######## block 1 ########
### M2 wires, block 1

The bar under the picture is 20 um long.
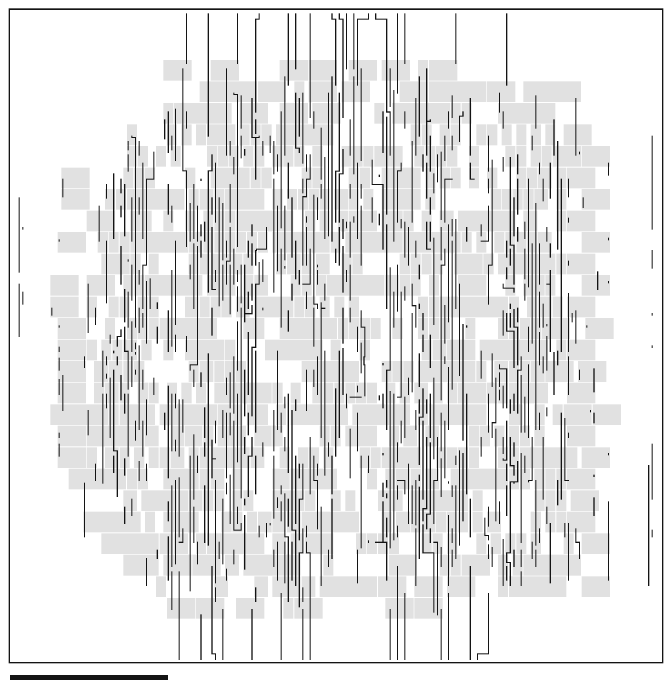

<file path="config.mk">
export PLATFORM = sky130hd
export DESIGN_NAME = shift_unit_seq
export DESIGN_NICKNAME = d
export VERILOG_FILES = /design/src/rtl/shift_unit_seq.sv
export SDC_FILE = /design/constraint.sdc
export NUM_CORES = 1
export LEC_CHECK = 0
export ABC_AREA = 1
export ABC_CLOCK_PERIOD_IN_PS = 3700
export CAP_MARGIN = 30
export CORE_MARGIN = 5
export CORE_UTILIZATION = 50
export CTS_CLUSTER_DIAMETER = 120
export DETAILED_ROUTE_END_ITERATION = 8
export PLACE_DENSITY = 0.84
export SYNTH_ARGS = -nofsm -noshare
export SYNTH_HDL_FRONTEND = slang
export SYNTH_SLANG_ARGS = --single-unit
</file>
<file path="constraint.sdc">
create_clock -name clk -period 3.7 [get_ports clk]
set_input_delay 0.74 -clock clk [delete_from_list [all_inputs] [get_ports clk]]
set_output_delay 0.74 -clock clk [all_outputs]
set_load 0.02 [all_outputs]
</file>
<file path="src/rtl/shift_unit_seq.sv">
// Sequential shifter that moves the operand one bit per clock for shamt cycles.
// Optional rotate-right for op 100 is enabled by defining SHIFT_ROR_EN.
module shift_unit_seq (
    input  logic        clk,
    input  logic        reset,
    input  logic        start,
    input  logic [2:0]  op,
    input  logic [31:0] data_in,
    input  logic [4:0]  shamt,
    output logic [31:0] saida,
    output logic        busy,
    output logic        done
);
    typedef enum logic [1:0] {IDLE = 2'd0, SHIFT = 2'd1, DONE = 2'd2} state_t;

    state_t      state, state_nxt;
    logic [4:0]  count;
    logic [2:0]  op_q;
    logic [31:0] step;

    // One-bit step of the latched op; unknown ops hold the value so timing is op-independent.
    always_comb begin
        step = saida;
        case (op_q)
            3'b001:  step = {saida[30:0], 1'b0};
            3'b010:  step = {1'b0, saida[31:1]};
            3'b011:  step = {saida[31], saida[31:1]};
`ifdef SHIFT_ROR_EN
            3'b100:  step = {saida[0], saida[31:1]};
`endif
            default: step = saida;
        endcase
    end

    always_comb begin
        state_nxt = state;
        busy      = 1'b0;
        done      = 1'b0;
        case (state)
            IDLE: begin
                if (start)
                    state_nxt = SHIFT;
            end
            SHIFT: begin
                busy = 1'b1;
                if (count == 5'd0)
                    state_nxt = DONE;
            end
            DONE: begin
                busy      = 1'b1;
                done      = 1'b1;
                state_nxt = IDLE;
            end
            default: state_nxt = IDLE;
        endcase
    end

    always_ff @(posedge clk) begin
        if (reset)
            state <= IDLE;
        else
            state <= state_nxt;
    end

    always_ff @(posedge clk) begin
        if (reset) begin
            saida <= 32'd0;
            count <= 5'd0;
            op_q  <= 3'b000;
        end else begin
            case (state)
                IDLE: begin
                    if (start) begin
                        saida <= data_in;
                        count <= shamt;
                        op_q  <= op;
                    end
                end
                SHIFT: begin
                    if (count != 5'd0) begin
                        saida <= step;
                        count <= count - 5'd1;
                    end
                end
                default: ;
            endcase
        end
    end
endmodule

</file>
######## block 2 ########
--- config.mk ---
export PLATFORM = sky130hd
export DESIGN_NAME = stopwatch_ctrl
export DESIGN_NICKNAME = d
export VERILOG_FILES = /design/src/rtl/stopwatch_ctrl.sv
export SDC_FILE = /design/constraint.sdc
export NUM_CORES = 1
export LEC_CHECK = 0
export ABC_AREA = 0
export CORE_ASPECT_RATIO = 2
export CORE_UTILIZATION = 25
export CTS_CLUSTER_SIZE = 8
export DETAILED_ROUTE_END_ITERATION = 7
export PLACE_DENSITY = 0.36
export SLEW_MARGIN = 20
export SYNTH_ARGS = -nofsm -noshare
export SYNTH_HDL_FRONTEND = slang
export SYNTH_SLANG_ARGS = --single-unit
export TNS_END_PERCENT = 1
--- constraint.sdc ---
create_clock -name clk -period 3.4 [get_ports clk]
set_input_delay 0.34 -clock clk [delete_from_list [all_inputs] [get_ports clk]]
set_output_delay 0.34 -clock clk [all_outputs]
set_load 0.02 [all_outputs]
--- src/rtl/stopwatch_ctrl.sv ---
`default_nettype none
// ============================================================================
//  Module   : stopwatch_ctrl
//  Purpose  : Run/pause/clear stopwatch with 1 s prescaler, BCD MM:SS counter
//             and lap-freeze of the displayed value.
//  Revision : 1.0 - initial release
// ============================================================================
module stopwatch_ctrl #(
   parameter int DIV   = 24000,
   parameter int DIV_W = 25
) (
   input  logic       clk,
   input  logic       res,
   input  logic       start_stop,
   input  logic       clear,
   input  logic       lap,
   output logic [3:0] sec_ones,
   output logic [3:0] sec_tens,
   output logic [3:0] min_ones,
   output logic [3:0] min_tens,
   output logic       running,
   output logic       lap_hold,
   output logic       sec_pulse,
   output logic       overflow
);

   typedef enum logic [1:0] {
      IDLE  = 2'd0,
      RUN   = 2'd1,
      PAUSE = 2'd2
   } state_t;

   localparam logic [DIV_W-1:0] c_div_last = DIV_W'(DIV - 1);
   localparam logic [15:0]      c_max_time = 16'h5959;

   state_t           r_state, w_state_nxt;
   logic [DIV_W-1:0] r_presc, w_presc_nxt;
   // Time words are packed {min_tens, min_ones, sec_tens, sec_ones}.
   logic [15:0]      r_live, w_live_nxt;
   logic [15:0]      r_latch, w_latch_nxt;
   logic             r_hold, w_hold_nxt;
   logic             w_tick, w_wrap;

   function automatic logic [15:0] bcd_inc(input logic [15:0] t);
      logic [15:0] n;
      n = t;
      if (t[3:0] != 4'd9) begin
         n[3:0] = t[3:0] + 4'd1;
      end else begin
         n[3:0] = 4'd0;
         if (t[7:4] != 4'd5) begin
            n[7:4] = t[7:4] + 4'd1;
         end else begin
            n[7:4] = 4'd0;
            if (t[11:8] != 4'd9) begin
               n[11:8] = t[11:8] + 4'd1;
            end else begin
               n[11:8]  = 4'd0;
               n[15:12] = (t[15:12] == 4'd5) ? 4'd0 : t[15:12] + 4'd1;
            end
         end
      end
      return n;
   endfunction

   always_comb begin
      w_state_nxt = r_state;
      w_presc_nxt = r_presc;
      w_live_nxt  = r_live;
      w_latch_nxt = r_latch;
      w_hold_nxt  = r_hold;
      w_tick      = 1'b0;
      w_wrap      = 1'b0;
      case (r_state)
         IDLE: begin
            w_presc_nxt = '0;
            if (start_stop) w_state_nxt = RUN;
         end
         RUN: begin
            if (r_presc == c_div_last) begin
               w_presc_nxt = '0;
               w_tick      = 1'b1;
               w_wrap      = (r_live == c_max_time);
               w_live_nxt  = bcd_inc(r_live);
            end else begin
               w_presc_nxt = r_presc + DIV_W'(1);
            end
            // Lap samples the current (pre-increment) live value.
            if (lap) begin
               if (!r_hold) begin
                  w_latch_nxt = r_live;
                  w_hold_nxt  = 1'b1;
               end else begin
                  w_hold_nxt  = 1'b0;
               end
            end
            if (start_stop) w_state_nxt = PAUSE;
         end
         PAUSE: begin
            if (clear) begin
               w_state_nxt = IDLE;
               w_presc_nxt = '0;
               w_live_nxt  = '0;
               w_latch_nxt = '0;
               w_hold_nxt  = 1'b0;
            end else if (start_stop) begin
               w_state_nxt = RUN;
            end
         end
         default: begin
            w_state_nxt = IDLE;
            w_presc_nxt = '0;
         end
      endcase
   end

   // Outputs are registered from the next-state values so they stay aligned
   // with the internal state without an extra cycle of lag.
   always_ff @(posedge clk) begin
      if (res) begin
         r_state   <= IDLE;
         r_presc   <= '0;
         r_live    <= '0;
         r_latch   <= '0;
         r_hold    <= 1'b0;
         {min_tens, min_ones, sec_tens, sec_ones} <= '0;
         running   <= 1'b0;
         lap_hold  <= 1'b0;
         sec_pulse <= 1'b0;
         overflow  <= 1'b0;
      end else begin
         r_state   <= w_state_nxt;
         r_presc   <= w_presc_nxt;
         r_live    <= w_live_nxt;
         r_latch   <= w_latch_nxt;
         r_hold    <= w_hold_nxt;
         {min_tens, min_ones, sec_tens, sec_ones} <= w_hold_nxt ? w_latch_nxt : w_live_nxt;
         running   <= (w_state_nxt == RUN);
         lap_hold  <= w_hold_nxt;
         sec_pulse <= w_tick;
         overflow  <= w_wrap;
      end
   end

endmodule
`default_nettype wire

######## block 3 ########
File: src/rtl/rs_baud_gen.sv
// Baud-rate generator for the RS232 shifters: loadable divisor, TX bit tick, RX mid/end strobes.
// Define RS_OVS_EN to add the RX oversampling tick (rx_os_tick); otherwise it is tied low.
module rs_baud_gen #(
    parameter int DIV_W       = 16,
    parameter int DEFAULT_DIV = 10416,
    parameter int MIN_DIV     = 3,
    parameter int OVS_LOG2    = 4
) (
    input  logic             clk,
    input  logic             rst,
    input  logic             div_load,
    input  logic [DIV_W-1:0] div_in,
    input  logic             tx_ena,
    input  logic             rx_ena,
    input  logic             rx_sync,
    output logic             tx_tick,
    output logic             rx_mid,
    output logic             rx_end,
    output logic             rx_os_tick,
    output logic [DIV_W-1:0] div_q
);

    localparam logic [DIV_W-1:0] DIV_RST = DIV_W'(DEFAULT_DIV);
    localparam logic [DIV_W-1:0] DIV_MIN = DIV_W'(MIN_DIV);

    logic [DIV_W-1:0] r_tx_cnt;
    logic [DIV_W-1:0] r_rx_cnt;
    logic [DIV_W-1:0] w_div_clamped;
    logic             w_tx_tc;
    logic             w_rx_tc;
    logic             w_rx_half;
    logic             w_rx_restart;

    assign w_div_clamped = (div_in < DIV_MIN) ? DIV_MIN : div_in;
    assign w_tx_tc       = (r_tx_cnt == div_q);
    assign w_rx_tc       = (r_rx_cnt == div_q);
    assign w_rx_half     = (r_rx_cnt == (div_q >> 1));
    // A load restarts every channel; rx_sync only restarts the RX side.
    assign w_rx_restart  = div_load || !rx_ena || rx_sync;

    always_ff @(posedge clk or negedge rst) begin
        if (!rst) begin
            div_q <= DIV_RST;
        end else if (div_load) begin
            div_q <= w_div_clamped;
        end
    end

    always_ff @(posedge clk or negedge rst) begin
        if (!rst) begin
            r_tx_cnt <= '0;
            tx_tick  <= 1'b0;
        end else if (div_load || !tx_ena) begin
            r_tx_cnt <= '0;
            tx_tick  <= 1'b0;
        end else begin
            tx_tick  <= w_tx_tc;
            r_tx_cnt <= w_tx_tc ? '0 : r_tx_cnt + 1'b1;
        end
    end

    always_ff @(posedge clk or negedge rst) begin
        if (!rst) begin
            r_rx_cnt <= '0;
            rx_mid   <= 1'b0;
            rx_end   <= 1'b0;
        end else if (w_rx_restart) begin
            r_rx_cnt <= '0;
            rx_mid   <= 1'b0;
            rx_end   <= 1'b0;
        end else begin
            rx_mid   <= w_rx_half;
            rx_end   <= w_rx_tc;
            r_rx_cnt <= w_rx_tc ? '0 : r_rx_cnt + 1'b1;
        end
    end

`ifdef RS_OVS_EN
    logic [DIV_W:0]   w_div_p1;
    logic [DIV_W:0]   w_os_raw;
    logic [DIV_W-1:0] w_os_last;
    logic [DIV_W-1:0] r_os_cnt;
    logic             w_os_tc;

    // One extra bit so div_q+1 cannot wrap at the top of the divisor range.
    assign w_div_p1  = {1'b0, div_q} + 1'b1;
    assign w_os_raw  = w_div_p1 >> OVS_LOG2;
    assign w_os_last = (w_os_raw == '0) ? '0 : DIV_W'(w_os_raw - 1'b1);
    assign w_os_tc   = (r_os_cnt == w_os_last);

    always_ff @(posedge clk or negedge rst) begin
        if (!rst) begin
            r_os_cnt   <= '0;
            rx_os_tick <= 1'b0;
        end else if (w_rx_restart) begin
            r_os_cnt   <= '0;
            rx_os_tick <= 1'b0;
        end else begin
            rx_os_tick <= w_os_tc;
            r_os_cnt   <= w_os_tc ? '0 : r_os_cnt + 1'b1;
        end
    end
`else
    assign rx_os_tick = 1'b0;
`endif

endmodule

File: config.mk
export PLATFORM = sky130hd
export DESIGN_NAME = rs_baud_gen
export DESIGN_NICKNAME = d
export VERILOG_FILES = /design/src/rtl/rs_baud_gen.sv
export SDC_FILE = /design/constraint.sdc
export NUM_CORES = 1
export LEC_CHECK = 0
export CORE_ASPECT_RATIO = 0.6
export CORE_MARGIN = 1
export CORE_UTILIZATION = 40
export CTS_CLUSTER_SIZE = 14
export DETAILED_ROUTE_END_ITERATION = 16
export MAX_ROUTING_LAYER = met4
export PLACE_DENSITY = 0.7
export REMOVE_ABC_BUFFERS = 1
export SLEW_MARGIN = 15
export SYNTH_ARGS = -nofsm -noshare
export SYNTH_HDL_FRONTEND = slang
export SYNTH_SLANG_ARGS = --single-unit
File: constraint.sdc
create_clock -name clk -period 3.31 [get_ports clk]
set_input_delay 0.662 -clock clk [delete_from_list [all_inputs] [get_ports clk]]
set_output_delay 0.662 -clock clk [all_outputs]
set_load 0.01 [all_outputs]
######## block 4 ########
<file path="config.mk">
export PLATFORM = sky130hd
export DESIGN_NAME = scoreboard_page_sequencer
export DESIGN_NICKNAME = d
export VERILOG_FILES = /design/src/rtl/scoreboard_page_sequencer.sv
export SDC_FILE = /design/constraint.sdc
export NUM_CORES = 1
export LEC_CHECK = 0
export CAP_MARGIN = 20
export CORE_MARGIN = 10
export CORE_UTILIZATION = 39
export DETAILED_ROUTE_END_ITERATION = 10
export GPL_TIMING_DRIVEN = 0
export PLACE_DENSITY = 0.78
export REMOVE_ABC_BUFFERS = 1
export SETUP_SLACK_MARGIN = 0.15
export SKIP_LAST_GASP = 1
export SLEW_MARGIN = 5
export SYNTH_ARGS = -nofsm -noshare
export SYNTH_HDL_FRONTEND = slang
export SYNTH_SLANG_ARGS = --single-unit
export TNS_END_PERCENT = 1
</file>
<file path="constraint.sdc">
create_clock -name clk -period 2.2 [get_ports clk]
set_clock_uncertainty 0.05 [all_clocks]
set_input_delay 0.44 -clock clk [delete_from_list [all_inputs] [get_ports clk]]
set_output_delay 0.44 -clock clk [all_outputs]
set_load 0.03 [all_outputs]
</file>
<file path="src/rtl/scoreboard_page_sequencer.sv">
// Scoreboard page sequencer: cycles through the game statistics one page at a
// time, snapshots the selected value for the digit decomposer and strobes
// page_load when a new page's value is first presented.
//
//   state  | meaning
//   -------+-----------------------------------------------------------------
//   IDLE   | display disabled, all outputs cleared, waiting for en
//   LOAD   | one cycle: capture the new page's value, clear the dwell timer
//   SHOW   | page on display; value tracks its source unless held; dwell runs
module scoreboard_page_sequencer #(
    parameter int DWELL_CYCLES = 25_000_000,
    parameter int VAL_W        = 21,
    parameter int NUM_PAGES    = 7
) (
    input  logic             clk,
    input  logic             rst,
    input  logic             en,
    input  logic [VAL_W-1:0] combo,
    input  logic [VAL_W-1:0] base_score,
    input  logic [VAL_W-1:0] bonus_score,
    input  logic [VAL_W-1:0] acc,
    input  logic [1:0]       mod,
    input  logic [3:0]       difficulty,
    input  logic [2:0]       level,
    input  logic             btn_next,
    input  logic             btn_hold,
    output logic [2:0]       page_idx,
    output logic [VAL_W-1:0] page_val,
    output logic             page_load,
    output logic             busy
);

    localparam int DW = (DWELL_CYCLES > 2) ? $clog2(DWELL_CYCLES) : 1;
    localparam logic [DW-1:0] DWELL_LAST = DW'(DWELL_CYCLES - 1);
    localparam logic [2:0]    LAST_PAGE  = 3'(NUM_PAGES - 1);

    typedef enum logic [1:0] {
        S_IDLE = 2'd0,
        S_LOAD = 2'd1,
        S_SHOW = 2'd2
    } state_t;

    state_t            state_q, state_d;
    logic [2:0]        page_idx_q, page_idx_d;
    logic [VAL_W-1:0]  page_val_q, page_val_d;
    logic              page_load_q, page_load_d;
    logic              busy_q, busy_d;
    logic [DW-1:0]     dwell_q, dwell_d;

    logic [VAL_W-1:0]  sel_val;
    logic              expire;
    logic              advance;

    // Select the statistic for the current page, zero-extending narrow sources.
    always_comb begin
        sel_val = '0;
        case (page_idx_q)
            3'd0:    sel_val = combo;
            3'd1:    sel_val = base_score;
            3'd2:    sel_val = bonus_score;
            3'd3:    sel_val = acc;
            3'd4:    sel_val = VAL_W'(mod);
            3'd5:    sel_val = VAL_W'(difficulty);
            3'd6:    sel_val = VAL_W'(level);
            default: sel_val = '0;
        endcase
    end

    // Auto-advance needs the timer running; a manual pulse advances regardless of hold.
    assign expire  = !btn_hold && (dwell_q == DWELL_LAST);
    assign advance = btn_next || expire;

    // Next-state and next-output logic for the page FSM.
    always_comb begin
        state_d     = state_q;
        page_idx_d  = page_idx_q;
        page_val_d  = page_val_q;
        page_load_d = 1'b0;
        dwell_d     = dwell_q;

        if (!en) begin
            state_d    = S_IDLE;
            page_idx_d = '0;
            page_val_d = '0;
            dwell_d    = '0;
        end else begin
            case (state_q)
                S_IDLE: begin
                    state_d    = S_LOAD;
                    page_idx_d = '0;
                end
                S_LOAD: begin
                    page_val_d  = sel_val;
                    page_load_d = 1'b1;
                    dwell_d     = '0;
                    state_d     = S_SHOW;
                end
                S_SHOW: begin
                    if (!btn_hold) begin
                        page_val_d = sel_val;
                        dwell_d    = dwell_q + DW'(1);
                    end
                    if (advance) begin
                        page_idx_d = (page_idx_q == LAST_PAGE) ? 3'd0 : page_idx_q + 3'd1;
                        dwell_d    = '0;
                        state_d    = S_LOAD;
                    end
                end
                default: begin
                    state_d    = S_IDLE;
                    page_idx_d = '0;
                    page_val_d = '0;
                    dwell_d    = '0;
                end
            endcase
        end

        busy_d = (state_d != S_IDLE);
    end

    // State and output registers with synchronous reset.
    always_ff @(posedge clk) begin
        if (rst) begin
            state_q     <= S_IDLE;
            page_idx_q  <= '0;
            page_val_q  <= '0;
            page_load_q <= 1'b0;
            busy_q      <= 1'b0;
            dwell_q     <= '0;
        end else begin
            state_q     <= state_d;
            page_idx_q  <= page_idx_d;
            page_val_q  <= page_val_d;
            page_load_q <= page_load_d;
            busy_q      <= busy_d;
            dwell_q     <= dwell_d;
        end
    end

    assign page_idx  = page_idx_q;
    assign page_val  = page_val_q;
    assign page_load = page_load_q;
    assign busy      = busy_q;

endmodule

</file>

## Gallery

Layout detail.
picture 1
The bar under the picture is 10 um long. Window x 36 to 76, y 0 to 40 um. Cells in grey, sequential cells in the stronger grey; small squares are vias.
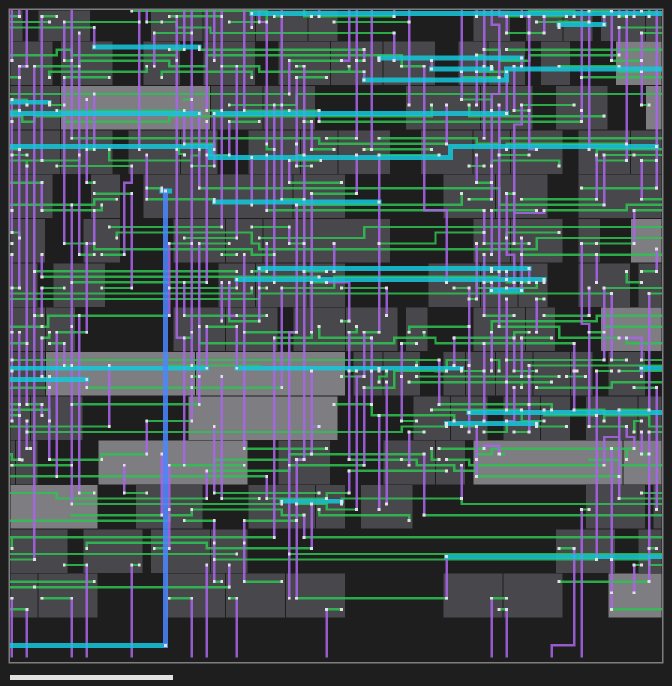
picture 2
The bar under the picture is 10 um long. Window x 21 to 61, y 5 to 45 um. Cells in grey, sequential cells in the stronger grey; small squares are vias.
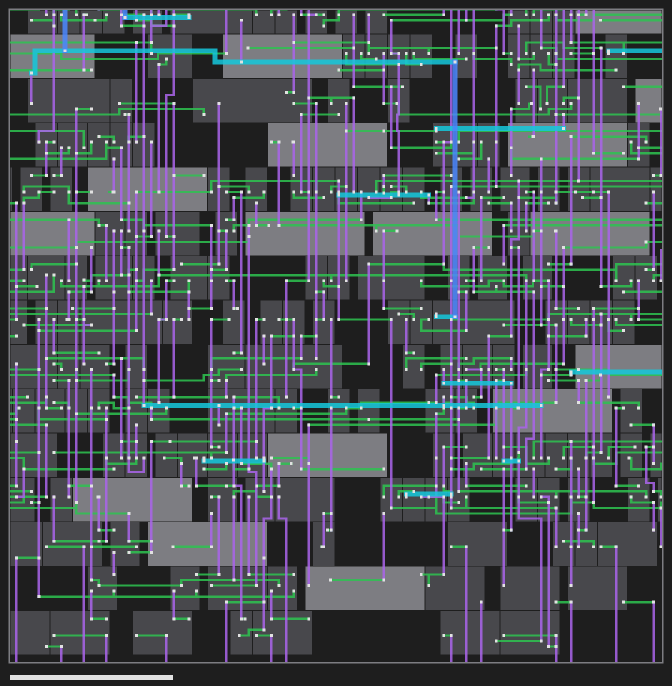
picture 3
The bar under the picture is 10 um long. Window x 34 to 74, y 12 to 52 um. Cells in grey, sequential cells in the stronger grey; small squares are vias.
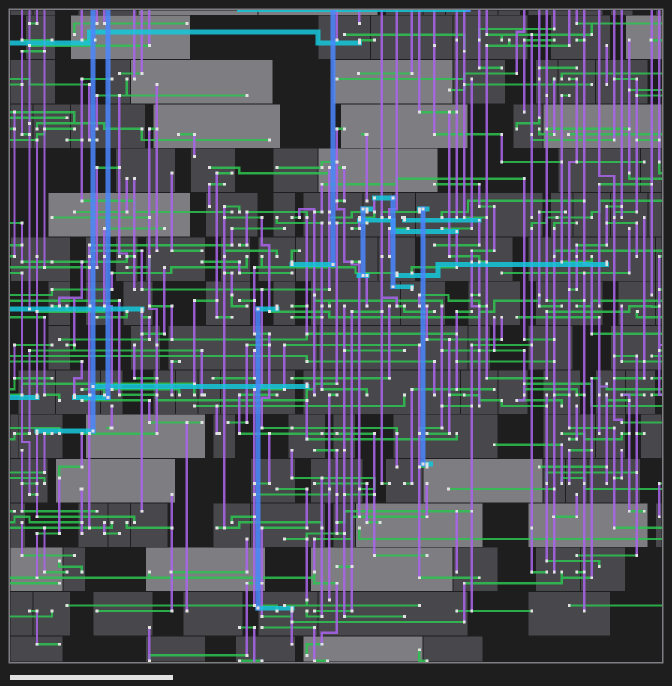
picture 4
The bar under the picture is 10 um long. Window x 25 to 65, y 33 to 73 um. Cells in grey, sequential cells in the stronger grey; small squares are vias.
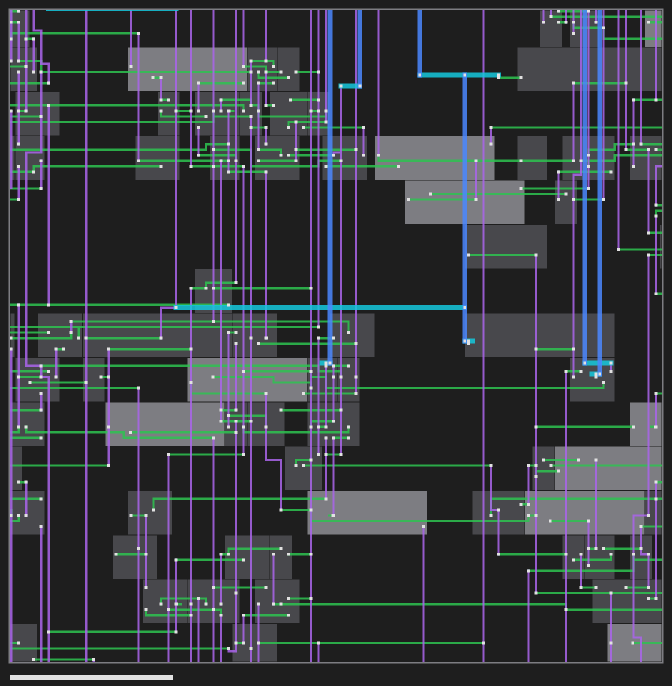
picture 2: block 1
picture 1: block 3
picture 3: block 4
picture 4: block 2
Of these, largest die: picture 4

Key to picture 2:
legend:
  cyan:
    layer: M3
  green:
    layer: M1
  purple:
    layer: M2
  blue:
    layer: M4
netlist names of flops here include: `saida` (11), `op_q` (3), `count` (2)
most frequent: nand2_1 (52), nor2_1 (40), clkdlybuf4s50_1 (17)
cells with their middle in the window: 184
sequential cells in the window: 16

### Cells by drive strength, block 4

The bar under the picture is 20 um long.
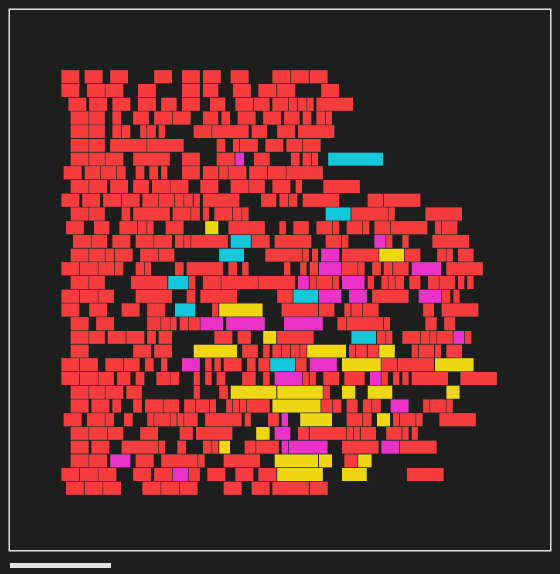
legend:
  cyan:
    size: x6 and larger
    cells: 9
    share: 1.9%
  magenta:
    size: x2
    cells: 26
    share: 5.5%
  red:
    size: x1 and smaller
    cells: 418
    share: 88%
  yellow:
    size: x3 and x4
    cells: 24
    share: 5.0%

==> results.sh, block 4 <==
# implementation run metrics
export IMPL_outcome="complete, no violations"
export IMPL_top_cell_area_share_pct=35.9
export IMPL_coreArea_um2=7330
export IMPL_yosysUniqueCellTypes=52
export IMPL_min_path_type="reg -> reg"
export IMPL_gp_congestion=0.811
export IMPL_top_cells_by_count="53 x dfxtp_1, 38 x nand2_1, 37 x nor2_1, 34 x a22o_1, 23 x a21oi_1"
export IMPL_switchingPower_uw=468
export IMPL_yosys_warnings=0
export IMPL_fin_area_um2=4580
export IMPL_swShare_pct=23.7
export IMPL_n_tap_cell=99
export IMPL_routed_wl_um=10600
export IMPL_io_pins=124
export IMPL_comb_area_share_pct=41.5
block 4: worst paths after layout:
check / startpoint / to / slack, ps / depth (start not counted)
worst max register to register: state_q[0] / dwell_q[22] / 110 / 7
worst min register to register: page_val[18] / page_val[18] / 410 / 2
worst min-delay path: page_val[18] / page_val[18] / 410 / 2
worst max-delay path: state_q[0] / dwell_q[22] / 110 / 7
block 4: kinds of logic after synthesis:
logic type / synth area share, %
simple gates: 24.1
xor+xnor: 6.81
fa+ha+maj: 2.54
mux: 2.75
flops: 35.9
buf+inv: 4.44
compound gates: 23.5
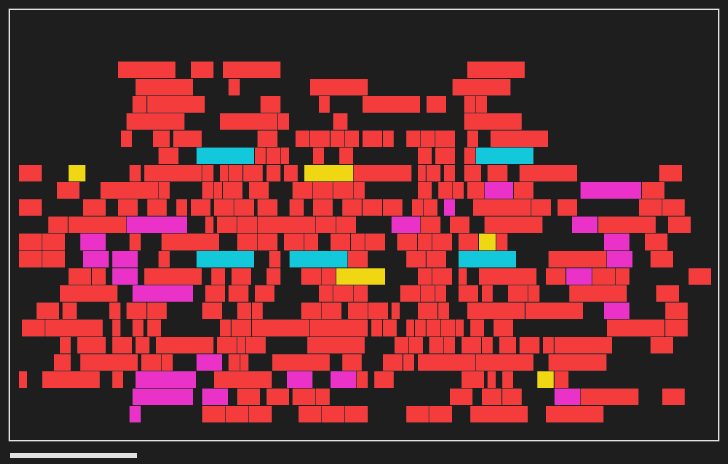
*Cells by drive strength, block 3*
The bar under the picture is 20 um long.
legend:
  magenta:
    size: x2
    cells: 23
    share: 7.6%
  yellow:
    size: x3 and x4
    cells: 5
    share: 1.6%
  cyan:
    size: x6 and larger
    cells: 5
    share: 1.6%
  red:
    size: x1 and smaller
    cells: 271
    share: 89%

==> results.sh, block 3 <==
# implementation run metrics
export IMPL_cts_max_level=2
export IMPL_syn_avg_cell_area_um2=10.5
export IMPL_p_clk_uw=492
export IMPL_routed_wl_um=7160
export IMPL_violations="design-rule violations"
export IMPL_relSlewSlack_pct=32.2
export IMPL_seq_cells=51
export IMPL_aoi_share_pct=1.73
export IMPL_ctsLongestPathBuffers=2
export IMPL_hold_viol=0
export IMPL_ant_nets=0
export IMPL_p_clk_share_pct=35.5
export IMPL_post_route_period_util_pct=70.3
export IMPL_yosysChipArea_um2=2900
export IMPL_remaining_drc_errors=3
export IMPL_worst_pin_slew_ps=1010
export IMPL_coreArea_um2=6850
export IMPL_switchingPower_uw=345
export IMPL_mux_share_pct=5.44
export IMPL_cp_slowest_cell="clkdlybuf4s50_1"
export IMPL_rows=23
export IMPL_final_common_cell="xnor2_1"
export IMPL_worstPathCellList="clkdlybuf4s50_1 > or3b_1 > buf_4 > nor4_2 > nand3_1 > nor4_2"
export IMPL_powerDensity_nw_per_um2=401
export IMPL_grt_antenna_before_repair=0
export IMPL_outcome="finished with violations"
export IMPL_seqCellArea_um2=1280
export IMPL_layout_cells_non_filler=391
## block 3: final timing paths
check / startpoint / end / slack [ps] / depth (start not counted)
setup / recovery: div_load / rx_mid / 980 / 6
hold / removal: rst / r_tx_cnt[4] / 470 / 1
setup reg to reg: div_q[5] / tx_tick / 1170 / 4
hold reg to reg: r_rx_cnt[15] / rx_mid / 520 / 1
max in group asynchronous: rst / div_q[7] / 2040 / 2
min in group clk: r_rx_cnt[15] / rx_mid / 520 / 1
## block 3: worst max-delay path: cells and delay by family
kind / cells / cell delay [ps]
buffers and inverters: 2 / 750
and+or+nand+nor: 4 / 1090
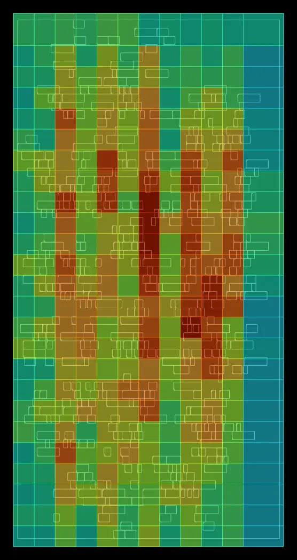
*Routing congestion, block 2*
GRT met2 Usage: 30.5%
busiest grt layer: met2
Total Routing Usage GR: 16.2%

### M2 wires, block 2

The bar under the picture is 20 um long.
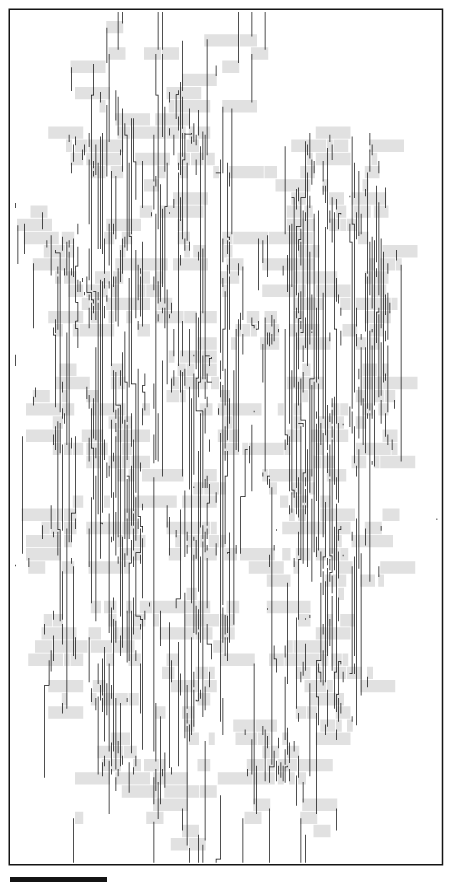
main direction: vertical
share of all routed wire: 57%
longest straight run: 59.8 um
nets with wire on the layer: 395

==> results.sh, block 2 <==
# implementation run metrics
export IMPL_holdBufCountCts=0
export IMPL_dr_pass1_iters=4
export IMPL_seq_share_pct=34.4
export IMPL_cts_tree="done"
export IMPL_edf_count=0
export IMPL_syn_avg_cell_area_um2=8.59
export IMPL_maxCapViolCount=0
export IMPL_rrSetupSlack_ps=700
export IMPL_yosys_cells=442
export IMPL_swShare_pct=24.4
export IMPL_die_y_um=176
export IMPL_n_fill_cell=1645
export IMPL_outcome="complete, no violations"
export IMPL_grt_use_met3_pct=2.85
export IMPL_clock_sinks=79
export IMPL_clock_area_share_pct=7.05
export IMPL_fp_nets=456
export IMPL_p_seq_uw=947
export IMPL_root_buffer="clkbuf_16"
==> block 2: cells by family after synthesis <==
logic type,count (synthesis)
AOI/OAI and AO/OA,109
xor gates and xnor gates,21
adders and majority gates,9
buffers and inverters,38
DFF,79
muxes,3
and+or+nand+nor,183
==> block 2: state kept, by name, indices dropped and copies added, names as in the netlist, 2 cells and up <==
register	flops
r_live	16
min_tens	4
min_ones	4
r_state	2
sec_ones	4
r_latch	16
r_presc	25
sec_tens	4
### Signal wires on met1, block 1

The bar under the picture is 20 um long. Supply wires on this layer in grey.
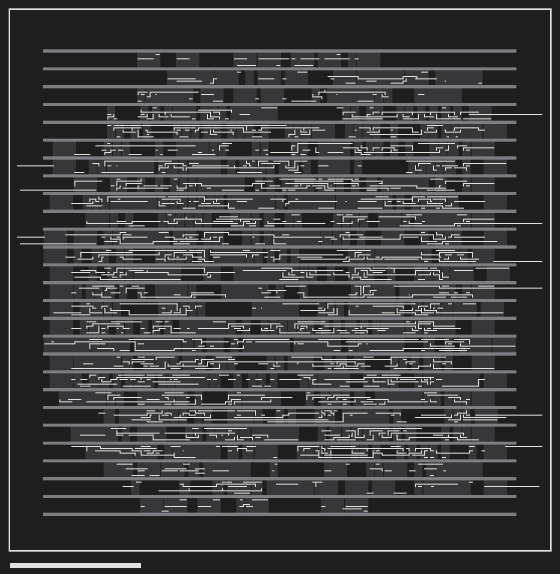
share of all routed wire: 43%
main direction: horizontal
longest straight run: 26.2 um
met1 GRT Util: 23.0%
final WL: 6580 um
Vias: 2816

### Cells by drive strength, block 1

The bar under the picture is 20 um long.
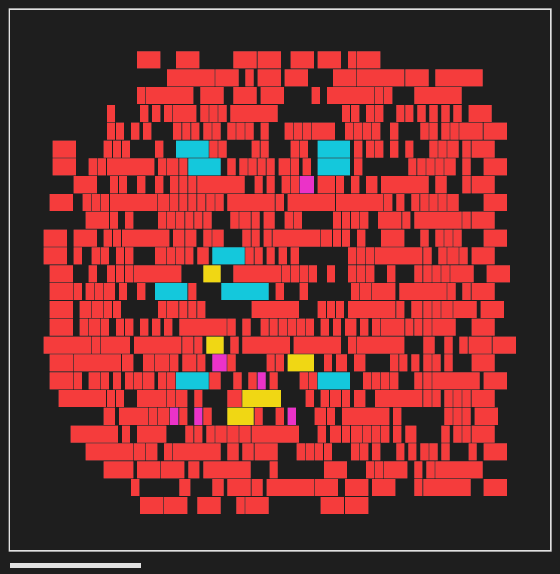
legend:
  cyan:
    size: x6 and larger
    cells: 9
    share: 1.7%
  magenta:
    size: x2
    cells: 6
    share: 1.2%
  red:
    size: x1 and smaller
    cells: 500
    share: 96%
  yellow:
    size: x3 and x4
    cells: 5
    share: 0.96%

Notes on 'M2 wires' of block 1 above:
longest straight run: 28.6 um
nets with wire on the layer: 416
main direction: vertical
share of all routed wire: 48%
wire length on this layer: 3180 um

==> results.sh, block 1 <==
# implementation run metrics
export IMPL_arrival_ps=2970
export IMPL_via_per_inst=4.77
export IMPL_io_pins=77
export IMPL_fin_nets=567
export IMPL_ctsLongestPathBuffers=2
export IMPL_outcome="complete, no violations"
export IMPL_fp_dieW_um=82.4
export IMPL_finalSetupViolations=0
export IMPL_fp_nets=503
export IMPL_port_buffers=76
export IMPL_holdBufCountCts=0
export IMPL_mux_share_pct=0
export IMPL_top_cell_area_share_pct=32.1
export IMPL_fin_setup_tns_ps=0
-- block 1: worst max-delay path: cells and delay by family (launching register included) --
kind | cells | cell delay [ps]
simple gates | 6 | 1210
fa+ha+maj | 1 | 570
buf+inv | 2 | 560
flops | 1 | 320
-- block 1: state kept, by name, indices dropped and copies added, names as in the netlist --
name and count:
count 5, op_q 3, saida 32, state 2


## Gallery

Routing congestion.
panel A
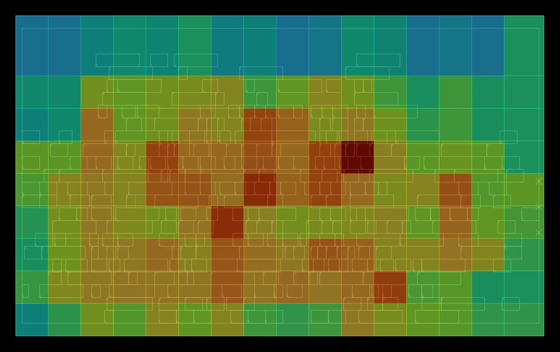
panel B
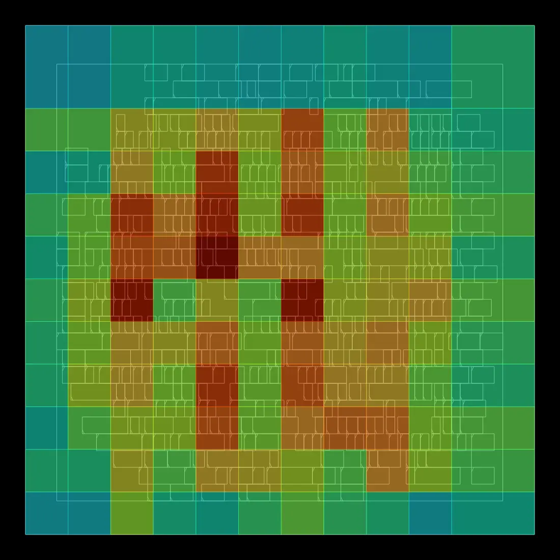
panel C
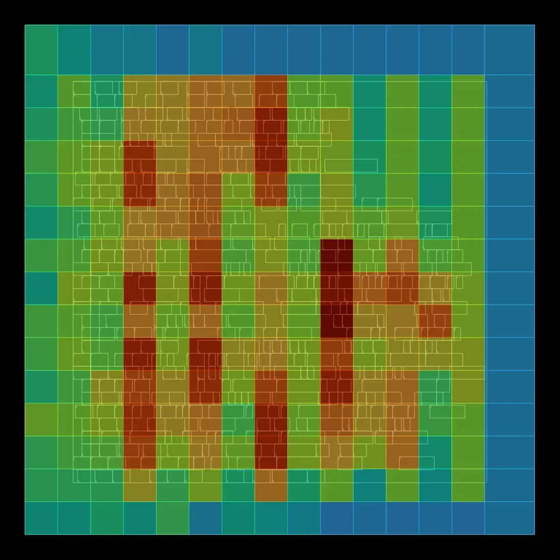
Of these, lowest utilization: panel A
Of these, least wire per cell: panel B
block 3 -> panel A
block 1 -> panel B
block 4 -> panel C

